# ---- serial_mag_comparator_flat ----
serial_mag_comparator_flat, nets reached from selected ports:
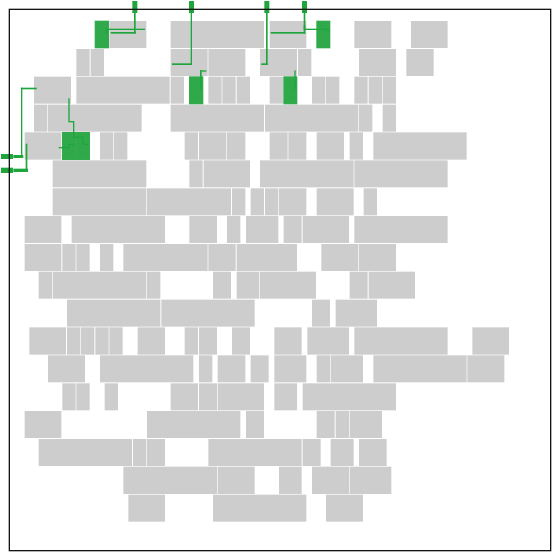

<file path="config.mk">
export PLATFORM = sky130hd
export DESIGN_NAME = serial_mag_comparator_flat
export DESIGN_NICKNAME = d
export VERILOG_FILES = /design/src/rtl/serial_mag_comparator_if.sv /design/src/rtl/serial_mag_comparator.sv /design/src/flat_wrapper.sv
export SDC_FILE = /design/constraint.sdc
export NUM_CORES = 1
export LEC_CHECK = 0
export CAP_MARGIN = 0
export CORE_UTILIZATION = 45
export DETAILED_ROUTE_END_ITERATION = 16
export PLACE_DENSITY = 0.79
export REMOVE_ABC_BUFFERS = 1
export SLEW_MARGIN = 20
export SYNTH_ARGS = -nofsm -noshare
export SYNTH_HDL_FRONTEND = slang
export SYNTH_SLANG_ARGS = --single-unit
</file>
<file path="constraint.sdc">
create_clock -name clk -period 2.8 [get_ports clk]
set_clock_uncertainty 0.15 [all_clocks]
set_input_delay 0.56 -clock clk [delete_from_list [all_inputs] [get_ports clk]]
set_output_delay 0.56 -clock clk [all_outputs]
set_load 0.01 [all_outputs]
</file>
<file path="src/rtl/serial_mag_comparator_if.sv">
// Request/result bundle for serial_mag_comparator: operands and mode in, handshake and
// ordering flags out.
interface serial_mag_comparator_if #(
  parameter int unsigned WIDTH = 6
);
  logic             start;
  logic             signed_mode;
  logic [WIDTH-1:0] a;
  logic [WIDTH-1:0] b;
  logic             busy;
  logic             done;
  logic             diff;
  logic             eq;
  logic             lt;
  logic             gt;

  modport master (
    output start, signed_mode, a, b,
    input  busy, done, diff, eq, lt, gt
  );

  modport slave (
    input  start, signed_mode, a, b,
    output busy, done, diff, eq, lt, gt
  );
endinterface

</file>
<file path="src/rtl/serial_mag_comparator.sv">
// Multi-cycle magnitude comparator: walks the captured operands MSB chunk first, STEP bits
// per clock, and stops on the first differing chunk with a registered eq/lt/gt/diff result.
module serial_mag_comparator #(
  parameter int unsigned WIDTH = 6,
  parameter int unsigned STEP  = 1
) (
  input  logic                    clk,
  input  logic                    rst_n,
  serial_mag_comparator_if.slave  bus_io
);

  localparam int unsigned NSTEPS = WIDTH / STEP;
  localparam int unsigned CntW   = (NSTEPS > 1) ? $clog2(NSTEPS) : 1;

  typedef enum logic [1:0] {StIdle, StRun, StDone} state_e;

  state_e           state_q;
  logic [WIDTH-1:0] a_q, b_q;
  logic             sgn_q;
  logic [CntW-1:0]  cnt_q;
  logic             busy_q, done_q, diff_q, eq_q, lt_q, gt_q;

  logic [WIDTH-1:0] a_sh, b_sh;
  logic [STEP-1:0]  chunk_a, chunk_b;
  logic             chunk_lt, chunk_gt, last_chunk;

  always_comb begin
    a_sh    = a_q << (32'(cnt_q) * STEP);
    b_sh    = b_q << (32'(cnt_q) * STEP);
    chunk_a = a_sh[WIDTH-1 -: STEP];
    chunk_b = b_sh[WIDTH-1 -: STEP];
    // Flipping the sign bit maps two's-complement order onto unsigned order.
    if (sgn_q && (cnt_q == '0)) begin
      chunk_a[STEP-1] = ~chunk_a[STEP-1];
      chunk_b[STEP-1] = ~chunk_b[STEP-1];
    end
    chunk_lt   = chunk_a < chunk_b;
    chunk_gt   = chunk_a > chunk_b;
    last_chunk = (cnt_q == CntW'(NSTEPS - 1));
  end

  always_ff @(posedge clk or negedge rst_n) begin
    if (!rst_n) begin
      state_q <= StIdle;
      a_q     <= '0;
      b_q     <= '0;
      sgn_q   <= 1'b0;
      cnt_q   <= '0;
      busy_q  <= 1'b0;
      done_q  <= 1'b0;
      diff_q  <= 1'b0;
      eq_q    <= 1'b0;
      lt_q    <= 1'b0;
      gt_q    <= 1'b0;
    end else begin
      done_q <= 1'b0;
      case (state_q)
        StIdle, StDone: begin
          if (bus_io.start) begin
            a_q     <= bus_io.a;
            b_q     <= bus_io.b;
            sgn_q   <= bus_io.signed_mode;
            cnt_q   <= '0;
            diff_q  <= 1'b0;
            eq_q    <= 1'b0;
            lt_q    <= 1'b0;
            gt_q    <= 1'b0;
            busy_q  <= 1'b1;
            state_q <= StRun;
          end else begin
            state_q <= StIdle;
          end
        end
        StRun: begin
          if (chunk_lt || chunk_gt) begin
            diff_q  <= 1'b1;
            lt_q    <= chunk_lt;
            gt_q    <= chunk_gt;
            busy_q  <= 1'b0;
            done_q  <= 1'b1;
            state_q <= StDone;
          end else if (last_chunk) begin
            eq_q    <= 1'b1;
            busy_q  <= 1'b0;
            done_q  <= 1'b1;
            state_q <= StDone;
          end else begin
            cnt_q <= cnt_q + CntW'(1);
          end
        end
        default: state_q <= StIdle;
      endcase
    end
  end

  assign bus_io.busy = busy_q;
  assign bus_io.done = done_q;
  assign bus_io.diff = diff_q;
  assign bus_io.eq   = eq_q;
  assign bus_io.lt   = lt_q;
  assign bus_io.gt   = gt_q;

endmodule

</file>
<file path="src/flat_wrapper.sv">
// flat-port wrapper written by rule: the top's interface ports become plain ports
module serial_mag_comparator_flat 
#(
  parameter int unsigned WIDTH = 6,
  parameter int unsigned STEP  = 1
)
  (clk, rst_n, bus_io_start, bus_io_signed_mode, bus_io_a, bus_io_b, bus_io_busy, bus_io_done, bus_io_diff, bus_io_eq, bus_io_lt, bus_io_gt);
  serial_mag_comparator_if #(.WIDTH(WIDTH)) bus_io_i ();
  input  logic clk;
  input  logic rst_n;
  input wire logic [$bits(bus_io_i.start)-1:0] bus_io_start;
  input wire logic [$bits(bus_io_i.signed_mode)-1:0] bus_io_signed_mode;
  input wire logic [$bits(bus_io_i.a)-1:0] bus_io_a;
  input wire logic [$bits(bus_io_i.b)-1:0] bus_io_b;
  output wire logic [$bits(bus_io_i.busy)-1:0] bus_io_busy;
  output wire logic [$bits(bus_io_i.done)-1:0] bus_io_done;
  output wire logic [$bits(bus_io_i.diff)-1:0] bus_io_diff;
  output wire logic [$bits(bus_io_i.eq)-1:0] bus_io_eq;
  output wire logic [$bits(bus_io_i.lt)-1:0] bus_io_lt;
  output wire logic [$bits(bus_io_i.gt)-1:0] bus_io_gt;
  assign bus_io_i.start = bus_io_start;
  assign bus_io_i.signed_mode = bus_io_signed_mode;
  assign bus_io_i.a = bus_io_a;
  assign bus_io_i.b = bus_io_b;
  assign bus_io_busy = bus_io_i.busy;
  assign bus_io_done = bus_io_i.done;
  assign bus_io_diff = bus_io_i.diff;
  assign bus_io_eq = bus_io_i.eq;
  assign bus_io_lt = bus_io_i.lt;
  assign bus_io_gt = bus_io_i.gt;
  serial_mag_comparator #(.WIDTH(WIDTH), .STEP(STEP)) u_core (.clk(clk), .rst_n(rst_n), .bus_io(bus_io_i));
endmodule
</file>
# ---- topk_drain_16 ----
==> config.mk <==
export PLATFORM = sky130hd
export DESIGN_NAME = topk_drain_16
export DESIGN_NICKNAME = d
export VERILOG_FILES = /design/src/rtl/topk_pkg.sv /design/src/rtl/topk_drain_fifo.sv /design/src/rtl/topk_drain_16.sv
export SDC_FILE = /design/constraint.sdc
export NUM_CORES = 1
export LEC_CHECK = 0
export CORE_UTILIZATION = 55
export CTS_CLUSTER_DIAMETER = 80
export DETAILED_ROUTE_END_ITERATION = 12
export PLACE_DENSITY_LB_ADDON = 0.08
export SLEW_MARGIN = 0
export SYNTH_ARGS = -nofsm -noshare
export SYNTH_HDL_FRONTEND = slang
export SYNTH_HIERARCHICAL = 1
export SYNTH_SLANG_ARGS = --single-unit
==> constraint.sdc <==
create_clock -name clk_i -period 18.1 [get_ports clk_i]
set_clock_uncertainty 0.05 [all_clocks]
set_input_delay 2.715 -clock clk_i [delete_from_list [all_inputs] [get_ports clk_i]]
set_output_delay 2.715 -clock clk_i [all_outputs]
set_load 0.01 [all_outputs]
==> src/rtl/topk_pkg.sv <==
// Shared types for the 16-input sorter result interface and its top-K drain.
package topk_pkg;

  localparam int TOPK_DW    = 8;
  localparam int TOPK_LEN   = 16;
  localparam int DRAIN_IDXW = 4;

  typedef enum logic [1:0] {
    GRP4     = 2'd0,
    GRP8     = 2'd1,
    GRP16    = 2'd2,
    GRP_RSVD = 2'd3
  } drain_mode_e;

  typedef enum logic {
    ST_IDLE = 1'b0,
    ST_EMIT = 1'b1
  } drain_state_e;

  typedef struct packed {
    logic       sign_ctrl;
    logic [3:0] channel_4;
    logic [1:0] channel_8;
    logic [0:0] channel_16;
  } ctrl_t;

  typedef struct packed {
    logic [3:0][3:0][TOPK_DW-1:0]  data_4;
    logic [1:0][7:0][TOPK_DW-1:0]  data_8;
    logic [0:0][15:0][TOPK_DW-1:0] data_16;
  } data_o_t;

  typedef struct packed {
    logic [TOPK_LEN-1:0][TOPK_DW-1:0] data;
    logic [3:0]                       gmask;
    drain_mode_e                      mode;
    logic [4:0]                       k;
    logic                             sign;
  } drain_entry_t;

  function automatic logic [4:0] grp_size(input drain_mode_e m);
    case (m)
      GRP4:    return 5'd4;
      GRP8:    return 5'd8;
      GRP16:   return 5'd16;
      default: return 5'd0;
    endcase
  endfunction

  function automatic logic [4:0] keff_of(input drain_entry_t e);
    logic [4:0] g;
    g = grp_size(e.mode);
    return (e.k < g) ? e.k : g;
  endfunction

  function automatic logic [1:0] low_bit(input logic [3:0] m);
    logic [1:0] r;
    r = 2'd0;
    for (int i = 3; i >= 0; i--) if (m[i]) r = 2'(i);
    return r;
  endfunction

  function automatic logic [1:0] high_bit(input logic [3:0] m);
    logic [1:0] r;
    r = 2'd0;
    for (int i = 0; i < 4; i++) if (m[i]) r = 2'(i);
    return r;
  endfunction

  // Lowest set group strictly above cur.
  function automatic logic [1:0] next_bit(input logic [3:0] m, input logic [1:0] cur);
    logic [1:0] r;
    r = cur;
    for (int i = 3; i >= 0; i--) if (m[i] && (i > int'(cur))) r = 2'(i);
    return r;
  endfunction

endpackage

==> src/rtl/topk_drain_fifo.sv <==
// Synchronous FIFO of drain entries; one-cycle write-to-read, registered free count.
// Pushes into a full FIFO are ignored even if a pop happens in the same cycle.
module topk_drain_fifo
  import topk_pkg::*;
#(
  parameter int DEPTH = 4
) (
  input  logic                   clk_i,
  input  logic                   rst_i,
  input  logic                   push_i,
  input  drain_entry_t           push_dat_i,
  input  logic                   pop_i,
  output drain_entry_t           head_dat_o,
  output logic                   full_o,
  output logic                   empty_o,
  output logic [$clog2(DEPTH):0] free_o
);

  localparam int AW = $clog2(DEPTH);

  drain_entry_t          mem_q [DEPTH];
  logic [AW-1:0]         wr_q, wr_d, rd_q, rd_d;
  logic [AW:0]           free_q, free_d;
  logic                  push_ok, pop_ok;

  always_comb begin
    full_o  = (free_q == '0);
    empty_o = (free_q == (AW+1)'(DEPTH));
    push_ok = push_i && !full_o;
    pop_ok  = pop_i && !empty_o;
    wr_d    = wr_q + AW'(push_ok);
    rd_d    = rd_q + AW'(pop_ok);
    free_d  = free_q - (AW+1)'(push_ok) + (AW+1)'(pop_ok);
  end

  always_ff @(posedge clk_i) begin
    if (rst_i) begin
      wr_q   <= '0;
      rd_q   <= '0;
      free_q <= (AW+1)'(DEPTH);
    end else begin
      wr_q   <= wr_d;
      rd_q   <= rd_d;
      free_q <= free_d;
    end
  end

  always_ff @(posedge clk_i) begin
    if (push_ok) mem_q[wr_q] <= push_dat_i;
  end

  assign head_dat_o = mem_q[rd_q];
  assign free_o     = free_q;

endmodule

==> src/rtl/topk_drain_16.sv <==
// Buffers strobed sorter results and streams the top-K of each valid group, first element two cycles after the strobe.
// out_ready_i low holds the current element; strobes into a full buffer are dropped and set sticky overflow.
module topk_drain_16
  import topk_pkg::*;
#(
  parameter int DATAWIDTH  = TOPK_DW,
  parameter int DATALENGTH = TOPK_LEN,
  parameter int DEPTH      = 4
) (
  input  logic                   clk_i,
  input  logic                   rst_i,
  input  ctrl_t                  ctrl_i,
  input  data_o_t                y_i,
  input  logic [1:0]             mode_i,
  input  logic [4:0]             k_i,
  output logic [DATAWIDTH-1:0]   out_data_o,
  output logic [DRAIN_IDXW-1:0]  out_idx_o,
  output logic                   out_sign_o,
  output logic                   out_last_o,
  output logic                   out_valid_o,
  input  logic                   out_ready_i,
  output logic [$clog2(DEPTH):0] free_o,
  output logic                   overflow_o
);

  logic [DATALENGTH-1:0][DATAWIDTH-1:0] push_data;
  logic [3:0]    gmask;
  drain_entry_t  push_ent, head_ent, ent_q, ent_d;
  logic          full, empty, pop;
  drain_state_e  state_q, state_d;
  logic [1:0]    grp_q, grp_d;
  logic [4:0]    elem_q, elem_d, keff_cur;
  logic          ovf_q, ovf_d, elem_last, ent_last;

  // The packed result arrays already lay group g at elements [G*g +: G].
  always_comb begin
    push_data = '0;
    gmask     = 4'd0;
    case (drain_mode_e'(mode_i))
      GRP4:    begin push_data = y_i.data_4;  gmask = ctrl_i.channel_4;               end
      GRP8:    begin push_data = y_i.data_8;  gmask = {2'b00, ctrl_i.channel_8};      end
      GRP16:   begin push_data = y_i.data_16; gmask = {3'b000, ctrl_i.channel_16};    end
      default: begin push_data = '0;          gmask = 4'd0;                           end
    endcase
    push_ent       = '0;
    push_ent.data  = push_data;
    push_ent.gmask = gmask;
    push_ent.mode  = drain_mode_e'(mode_i);
    push_ent.k     = k_i;
    push_ent.sign  = ctrl_i.sign_ctrl;
  end

  topk_drain_fifo #(.DEPTH(DEPTH)) u_fifo (
    .clk_i      (clk_i),
    .rst_i      (rst_i),
    .push_i     (gmask != 4'd0),
    .push_dat_i (push_ent),
    .pop_i      (pop),
    .head_dat_o (head_ent),
    .full_o     (full),
    .empty_o    (empty),
    .free_o     (free_o)
  );

  always_ff @(posedge clk_i) begin
    if (rst_i) begin
      state_q <= ST_IDLE;
      ent_q   <= '0;
      grp_q   <= 2'd0;
      elem_q  <= 5'd0;
      ovf_q   <= 1'b0;
    end else begin
      state_q <= state_d;
      ent_q   <= ent_d;
      grp_q   <= grp_d;
      elem_q  <= elem_d;
      ovf_q   <= ovf_d;
    end
  end

  always_comb begin
    keff_cur  = keff_of(ent_q);
    elem_last = (elem_q == keff_cur - 5'd1);
    ent_last  = elem_last && (grp_q == high_bit(ent_q.gmask));
    ovf_d     = ovf_q | ((gmask != 4'd0) && full);
    state_d   = state_q;
    ent_d     = ent_q;
    grp_d     = grp_q;
    elem_d    = elem_q;
    pop       = 1'b0;
    // Loading an entry whose keff is zero retires it through IDLE without output.
    if ((state_q == ST_IDLE || (out_ready_i && ent_last)) && !empty) begin
      pop     = 1'b1;
      ent_d   = head_ent;
      grp_d   = low_bit(head_ent.gmask);
      elem_d  = 5'd0;
      state_d = (keff_of(head_ent) == 5'd0) ? ST_IDLE : ST_EMIT;
    end else if (state_q == ST_EMIT && out_ready_i) begin
      if (!elem_last) begin
        elem_d = elem_q + 5'd1;
      end else if (!ent_last) begin
        grp_d  = next_bit(ent_q.gmask, grp_q);
        elem_d = 5'd0;
      end else begin
        state_d = ST_IDLE;
      end
    end
  end

  always_comb begin
    out_valid_o = (state_q == ST_EMIT);
    case (ent_q.mode)
      GRP4:    out_idx_o = {grp_q, elem_q[1:0]};
      GRP8:    out_idx_o = {grp_q[0], elem_q[2:0]};
      default: out_idx_o = elem_q[3:0];
    endcase
    out_data_o = ent_q.data[out_idx_o];
    out_sign_o = ent_q.sign;
    out_last_o = out_valid_o && ent_last;
    overflow_o = ovf_q;
  end

endmodule
# ---- serial_adder ----
$ cat src/rtl/serial_adder.sv
// Bit-serial adder: one full-adder cell plus a carry flop, LSB first, one bit per clock.
// Latency: done pulses WIDTH cycles after the start-accepting edge; back-to-back ops every WIDTH+2 cycles.
// Backpressure: none; start is only honoured in IDLE and ignored while RUN or DONE.
module serial_adder #(
  parameter int WIDTH = 8
) (
  input  logic             clk,
  input  logic             rst,
  input  logic             start,
  input  logic [WIDTH-1:0] a,
  input  logic [WIDTH-1:0] b,
  input  logic             cin,
  output logic             busy,
  output logic             done,
  output logic [WIDTH-1:0] sum,
  output logic             cout
);

  // Counter must be able to represent WIDTH itself (value after the last RUN edge).
  localparam int CW = $clog2(WIDTH + 1);
  localparam logic [CW-1:0] LAST_BIT = CW'(WIDTH - 1);

  typedef enum logic [1:0] {
    IDLE = 2'd0,
    RUN  = 2'd1,
    DONE = 2'd2
  } state_t;

  state_t           state_q, state_d;
  logic [WIDTH-1:0] a_q, a_d;
  logic [WIDTH-1:0] b_q, b_d;
  logic [WIDTH-1:0] sum_q, sum_d;
  logic [CW-1:0]    cnt_q, cnt_d;
  logic             carry_q, carry_d;
  logic             cout_q, cout_d;
  logic             busy_q, busy_d;
  logic             done_q, done_d;

  logic             fa_sum;
  logic             fa_carry;

  // Single full-adder cell operating on the current operand LSBs and the carry flop.
  always_comb begin
    fa_sum   = a_q[0] ^ b_q[0] ^ carry_q;
    fa_carry = (a_q[0] & b_q[0]) | (a_q[0] & carry_q) | (b_q[0] & carry_q);
  end

  // Next-state and datapath control; every register holds unless the state says otherwise.
  always_comb begin
    state_d = state_q;
    a_d     = a_q;
    b_d     = b_q;
    sum_d   = sum_q;
    cnt_d   = cnt_q;
    carry_d = carry_q;
    cout_d  = cout_q;

    unique case (state_q)
      IDLE: begin
        if (start) begin
          // Operands and carry-in are captured only here; later input changes are irrelevant.
          a_d     = a;
          b_d     = b;
          carry_d = cin;
          cnt_d   = '0;
          state_d = RUN;
        end
      end

      RUN: begin
        // Sum bits enter from the MSB side so that after WIDTH shifts bit 0 sits at the LSB.
        sum_d   = {fa_sum, sum_q[WIDTH-1:1]};
        carry_d = fa_carry;
        a_d     = a_q >> 1;
        b_d     = b_q >> 1;
        cnt_d   = cnt_q + CW'(1);
        if (cnt_q == LAST_BIT) begin
          // cout only changes on the final bit so it stays stable outside RUN.
          cout_d  = fa_carry;
          state_d = DONE;
        end
      end

      DONE: begin
        state_d = IDLE;
      end

      default: begin
        state_d = IDLE;
      end
    endcase

    // Status flags are registered copies of the next state, keeping outputs flop-driven.
    busy_d = (state_d == RUN);
    done_d = (state_d == DONE);
  end

  // State and datapath registers with asynchronous clear.
  always_ff @(posedge clk or posedge rst) begin
    if (rst) begin
      state_q <= IDLE;
      a_q     <= '0;
      b_q     <= '0;
      sum_q   <= '0;
      cnt_q   <= '0;
      carry_q <= 1'b0;
      cout_q  <= 1'b0;
      busy_q  <= 1'b0;
      done_q  <= 1'b0;
    end else begin
      state_q <= state_d;
      a_q     <= a_d;
      b_q     <= b_d;
      sum_q   <= sum_d;
      cnt_q   <= cnt_d;
      carry_q <= carry_d;
      cout_q  <= cout_d;
      busy_q  <= busy_d;
      done_q  <= done_d;
    end
  end

  assign busy = busy_q;
  assign done = done_q;
  assign sum  = sum_q;
  assign cout = cout_q;

endmodule

$ cat config.mk
export PLATFORM = sky130hd
export DESIGN_NAME = serial_adder
export DESIGN_NICKNAME = d
export VERILOG_FILES = /design/src/rtl/serial_adder.sv
export SDC_FILE = /design/constraint.sdc
export NUM_CORES = 1
export LEC_CHECK = 0
export CAP_MARGIN = 20
export CORE_MARGIN = 2
export CORE_UTILIZATION = 44
export CTS_CLUSTER_SIZE = 16
export DETAILED_ROUTE_END_ITERATION = 16
export HOLD_SLACK_MARGIN = 0.06
export PLACE_DENSITY = 0.73
export RECOVER_POWER = 50
export SLEW_MARGIN = 0
export SYNTH_ARGS = -nofsm -noshare
export SYNTH_HDL_FRONTEND = slang
export SYNTH_SLANG_ARGS = --single-unit
$ cat constraint.sdc
create_clock -name clk -period 1.27 [get_ports clk]
set_input_delay 0.254 -clock clk [delete_from_list [all_inputs] [get_ports clk]]
set_output_delay 0.254 -clock clk [all_outputs]
set_load 0.005 [all_outputs]
serial_adder, clock distribution:
Bar = 20 um.
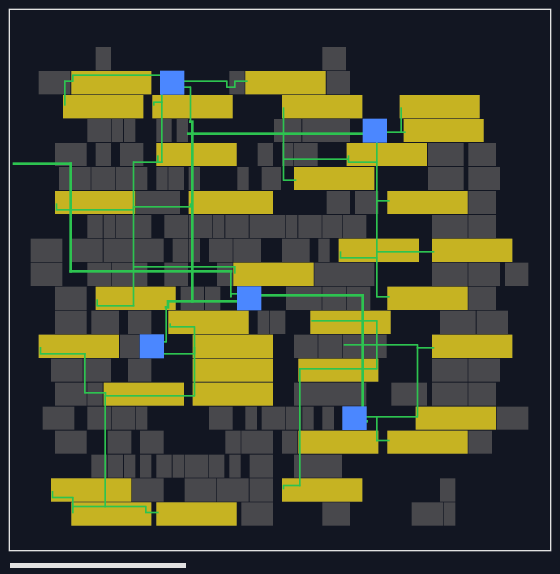
[green] clock wires | length: 416 um
[blue] clock drivers | count: 5
[yellow] flip-flops | count: 34
routed clock nets	6
Clock group: 0.000585 W
Setup Skew: 0.0150 ns

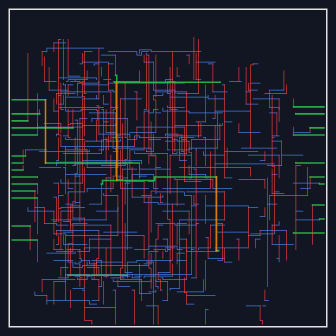
serial_adder: metal layers overlaid
color	layer	wire length
green	metal 3	178 um
orange	metal 4	45.6 um
red	metal 2	1,390 um
blue	metal 1	1,170 um
DR WL/cell: 12.9 um
vias after detailed routing: 1,114

==> metrics.cfg, serial_adder <==
[status]
status=finished, violations left
violations=negative setup slack

[sta]
clock.fmax_ghz=0.786
worst_pin_slew_ns=0.818
setup_viol=2
finalWorstSetupSlack_ns=-0.00297

[critical_path]
endpoint=sum[1]$_DFFE_PP0P_
critPathCaptureType=flop
critPathArrivalTime_ns=1.49
critical_path_buf_inv_count=1
worstSetupPathType=flop to flop
slowest_delay_ns=0.41

[detailed_routing]
drc=0
drtIter0Drc=34
met3_length_um=178
via_per_inst=5.16

[layout]
logic_area_um2=569
layout-drive-gt1-share_pct=25.6
inverters=1
lay_top_cells=33 x dfrtp_1, 19 x clkdlybuf4s50_1, 17 x buf_4
num_antenna_cells=0
buf_share_pct=23.1
signal_buffers=51
clkCellAreaFrac_pct=2.58
flop-count=34

[die]
fp-row-count=20
fp_util_pct=46.9

[clock_tree]
numClockSinks=34
cts_buffers=5
cts_tree=done

[placement]
dp_hpwl_um=1950
dp_slack_ns=-0.219

[yosys]
synth.top_cell.area_share_pct=58.9
aoi_share_pct=18.0
simple_gate_share_pct=8.84
largest_area_cell=dfrtp_1
ys_sh_mux_pct=7.80
edf_count=0
yosys_cells=124

[global_routing]
grt-busiest-layer=met2
grt_start_max_net_pins=35
grt.overflow.total=0
grt_util_met1_pct=21.4

[flow_run]
drv_cap=0

[pwr]
finalPower_w=0.00399

==> serial_adder: synthesized netlist by cell type (2+ instances only) <==
cell,number
nand2_1,17
nor2b_1,2
a22oi_1,15
buf_4,2
o21ai_0,15
mux2_2,10
a22o_1,4
nor2_1,5
clkbuf_1,2
buf_2,3
a21oi_1,3
dfrtp_1,34
==> serial_adder: repair_timing <==
action | in CTS | in global routing
resized | 17 | 12
pin swaps | 2 | 3
cloned | 1 | 0
buffers inserted | 3 | 0
endpoints found under the setup margin | 13 | 34
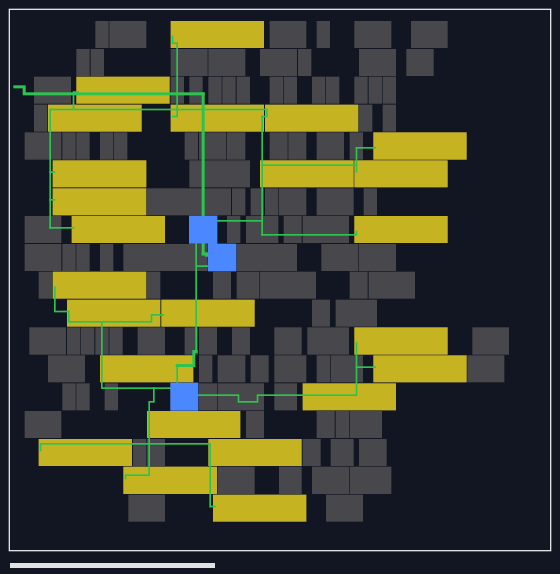
serial_mag_comparator_flat: clock distribution
Bar = 20 um.
[blue] clock drivers | count: 3
[green] clock wires | length: 233 um
[yellow] flip-flops | count: 24
routed clock nets	4

## Picture notes: 'nets reached from selected ports' of serial_mag_comparator_flat
color	port	direction	end cells	buffers	wire
green	bus_io_b	input	6	6	53.0 um

==> metrics.cfg, serial_mag_comparator_flat <==
[status]
status=finished clean

[layout]
inverters=4
final_util_pct=58.7
flop-count=24
fill_cells=216
layout_top_cell=nand2_1
logic_area_um2=524

[clock_tree]
clk_pin_slew_ns=0.12
numClockSinks=24
cts_setup_buffers=0
clock_latency_ns=0.30
clockBufferDepth=2

[flow_run]
drv_cap=0

[pwr]
cell_internal_pwr_w=0.00101
powerClk_w=0.000145
power_leakage_nw=0.696

[placement]
place.gp.congestion=0.830

[critical_path]
crit_required_ns=2.86
rr_startpoint=u_core.cnt_q[0]$_DFFE_PN0P_
crit_cells=10

[hold_path]
min_to=u_core.a_q[5]$_DFFE_PN0P_

[detailed_routing]
post_drt_wl_per_cell_um=13.1
via_per_inst=5.22

[die]
fp_util_pct=47.1

[yosys]
syn_inst=120
ys.flops=24

[global_routing]
grt_pass1_vias=855

[sta]
period_used_pct=93.4
setup_viol=0

## serial_mag_comparator_flat: layer usage
layer,track usage (%),share of wire [%]
met3,1.74,2.0
met5,0,0
met2,32.1,53
met4,5.26,0.67
met1,24.5,44
## serial_mag_comparator_flat: registers in the layout, summed over array words and instances (netlist names)
signal and count:
u_core.bus_io.eq 1, u_core.state_q 2, u_core.sgn_q 1, u_core.cnt_q 3
u_core.bus_io.lt 1, u_core.bus_io.busy 1, u_core.a_q 6, u_core.b_q 6
u_core.bus_io.gt 1, u_core.bus_io.done 1, u_core.bus_io.diff 1
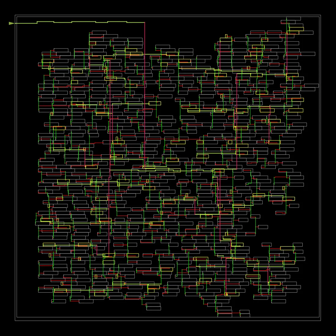
topk_drain_16: the clock network
clk sinks: 715
sequential cell count: 715
Num CTS Buffers: 71
Clock group: 0.00151 W

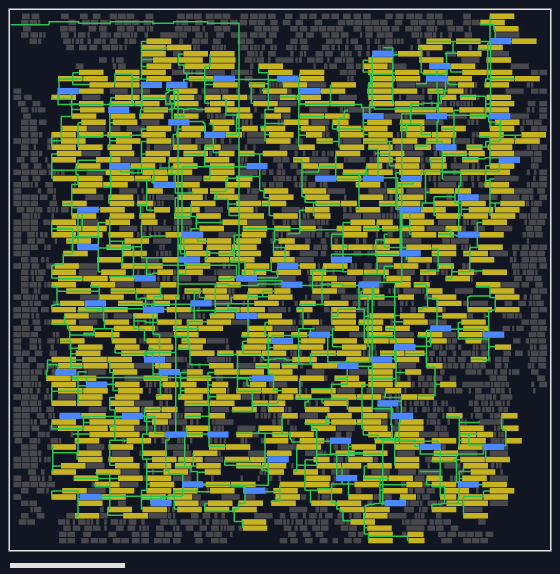
topk_drain_16: clock distribution
Bar = 50 um.
[blue] clock drivers | count: 71
[green] clock wires | length: 7,490 um
[yellow] flip-flops | count: 715
routed clock nets	72
flops lie	all over the die
Clock Power Share: 28.2%
clock latency (worst-skew pair): 0.60 ns

==> metrics.cfg, topk_drain_16 <==
[placement]
dp_hpwl_um=44600

[sta]
rsz0062_at_grt=false

[layout]
inverters=15
fill_cells=3654
lay_top_cells=560 x edfxtp_1, 417 x clkdlybuf4s50_1, 413 x nand2_1

[global_routing]
grt-busiest-layer=met2
grt_util_met1_pct=34.9

[pwr]
power_leakage_nw=12.6
cell_internal_pwr_w=0.00374
powerComb_w=0.00146
power-top-group=registers

[critical_path]
slowest_stage=buf_4
slowest_delay_ns=0.98
path_cells=clkbuf_8 > mux2i_1 > o21ai_0 > or4_1 > o31ai_1 > nor3b_2 > buf_4 > buf_4

[yosys]
aoi_share_pct=5.90
simple_gate_share_pct=6.51

[clock_tree]
cts_hold_buffers=0

[status]
status=finished clean

==> topk_drain_16: routing by layer <==
metal / part of all wire, % / wire (um)
met2: 50 / 34900
met5: 0 / 0
met3: 7.3 / 5110
met1: 41 / 28800
met4: 2.1 / 1480
==> topk_drain_16: sequential cells by signal (all words and copies together) (netlist names) <==
register,flops
u_fifo/mem_q,560
overflow_o,1
out_sign_o,1
u_fifo/wr_q,2
out_valid_o,1
grp_q,2
elem_q,5
u_fifo/rd_q,2
u_fifo/free_o,3
ent_q,138

==> gallery <==
Selected gate families.
Plate I
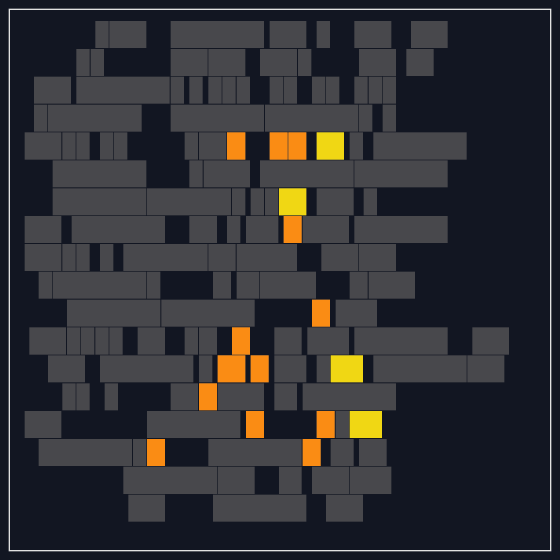
Plate II
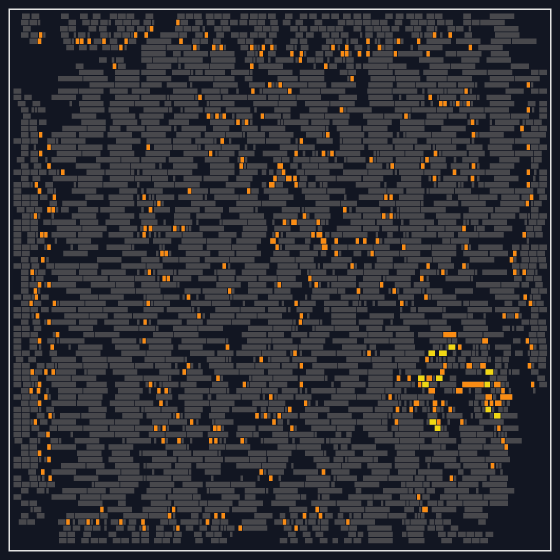
Plate III
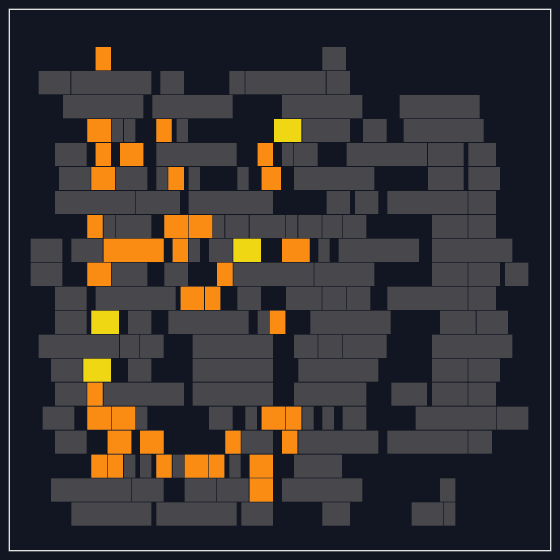
- Plate I = serial_mag_comparator_flat
- Plate III = serial_adder
- Plate II = topk_drain_16
- fewest cells: Plate I
- most cells: Plate II


Power is estimated from default activity; no workload was simulated.
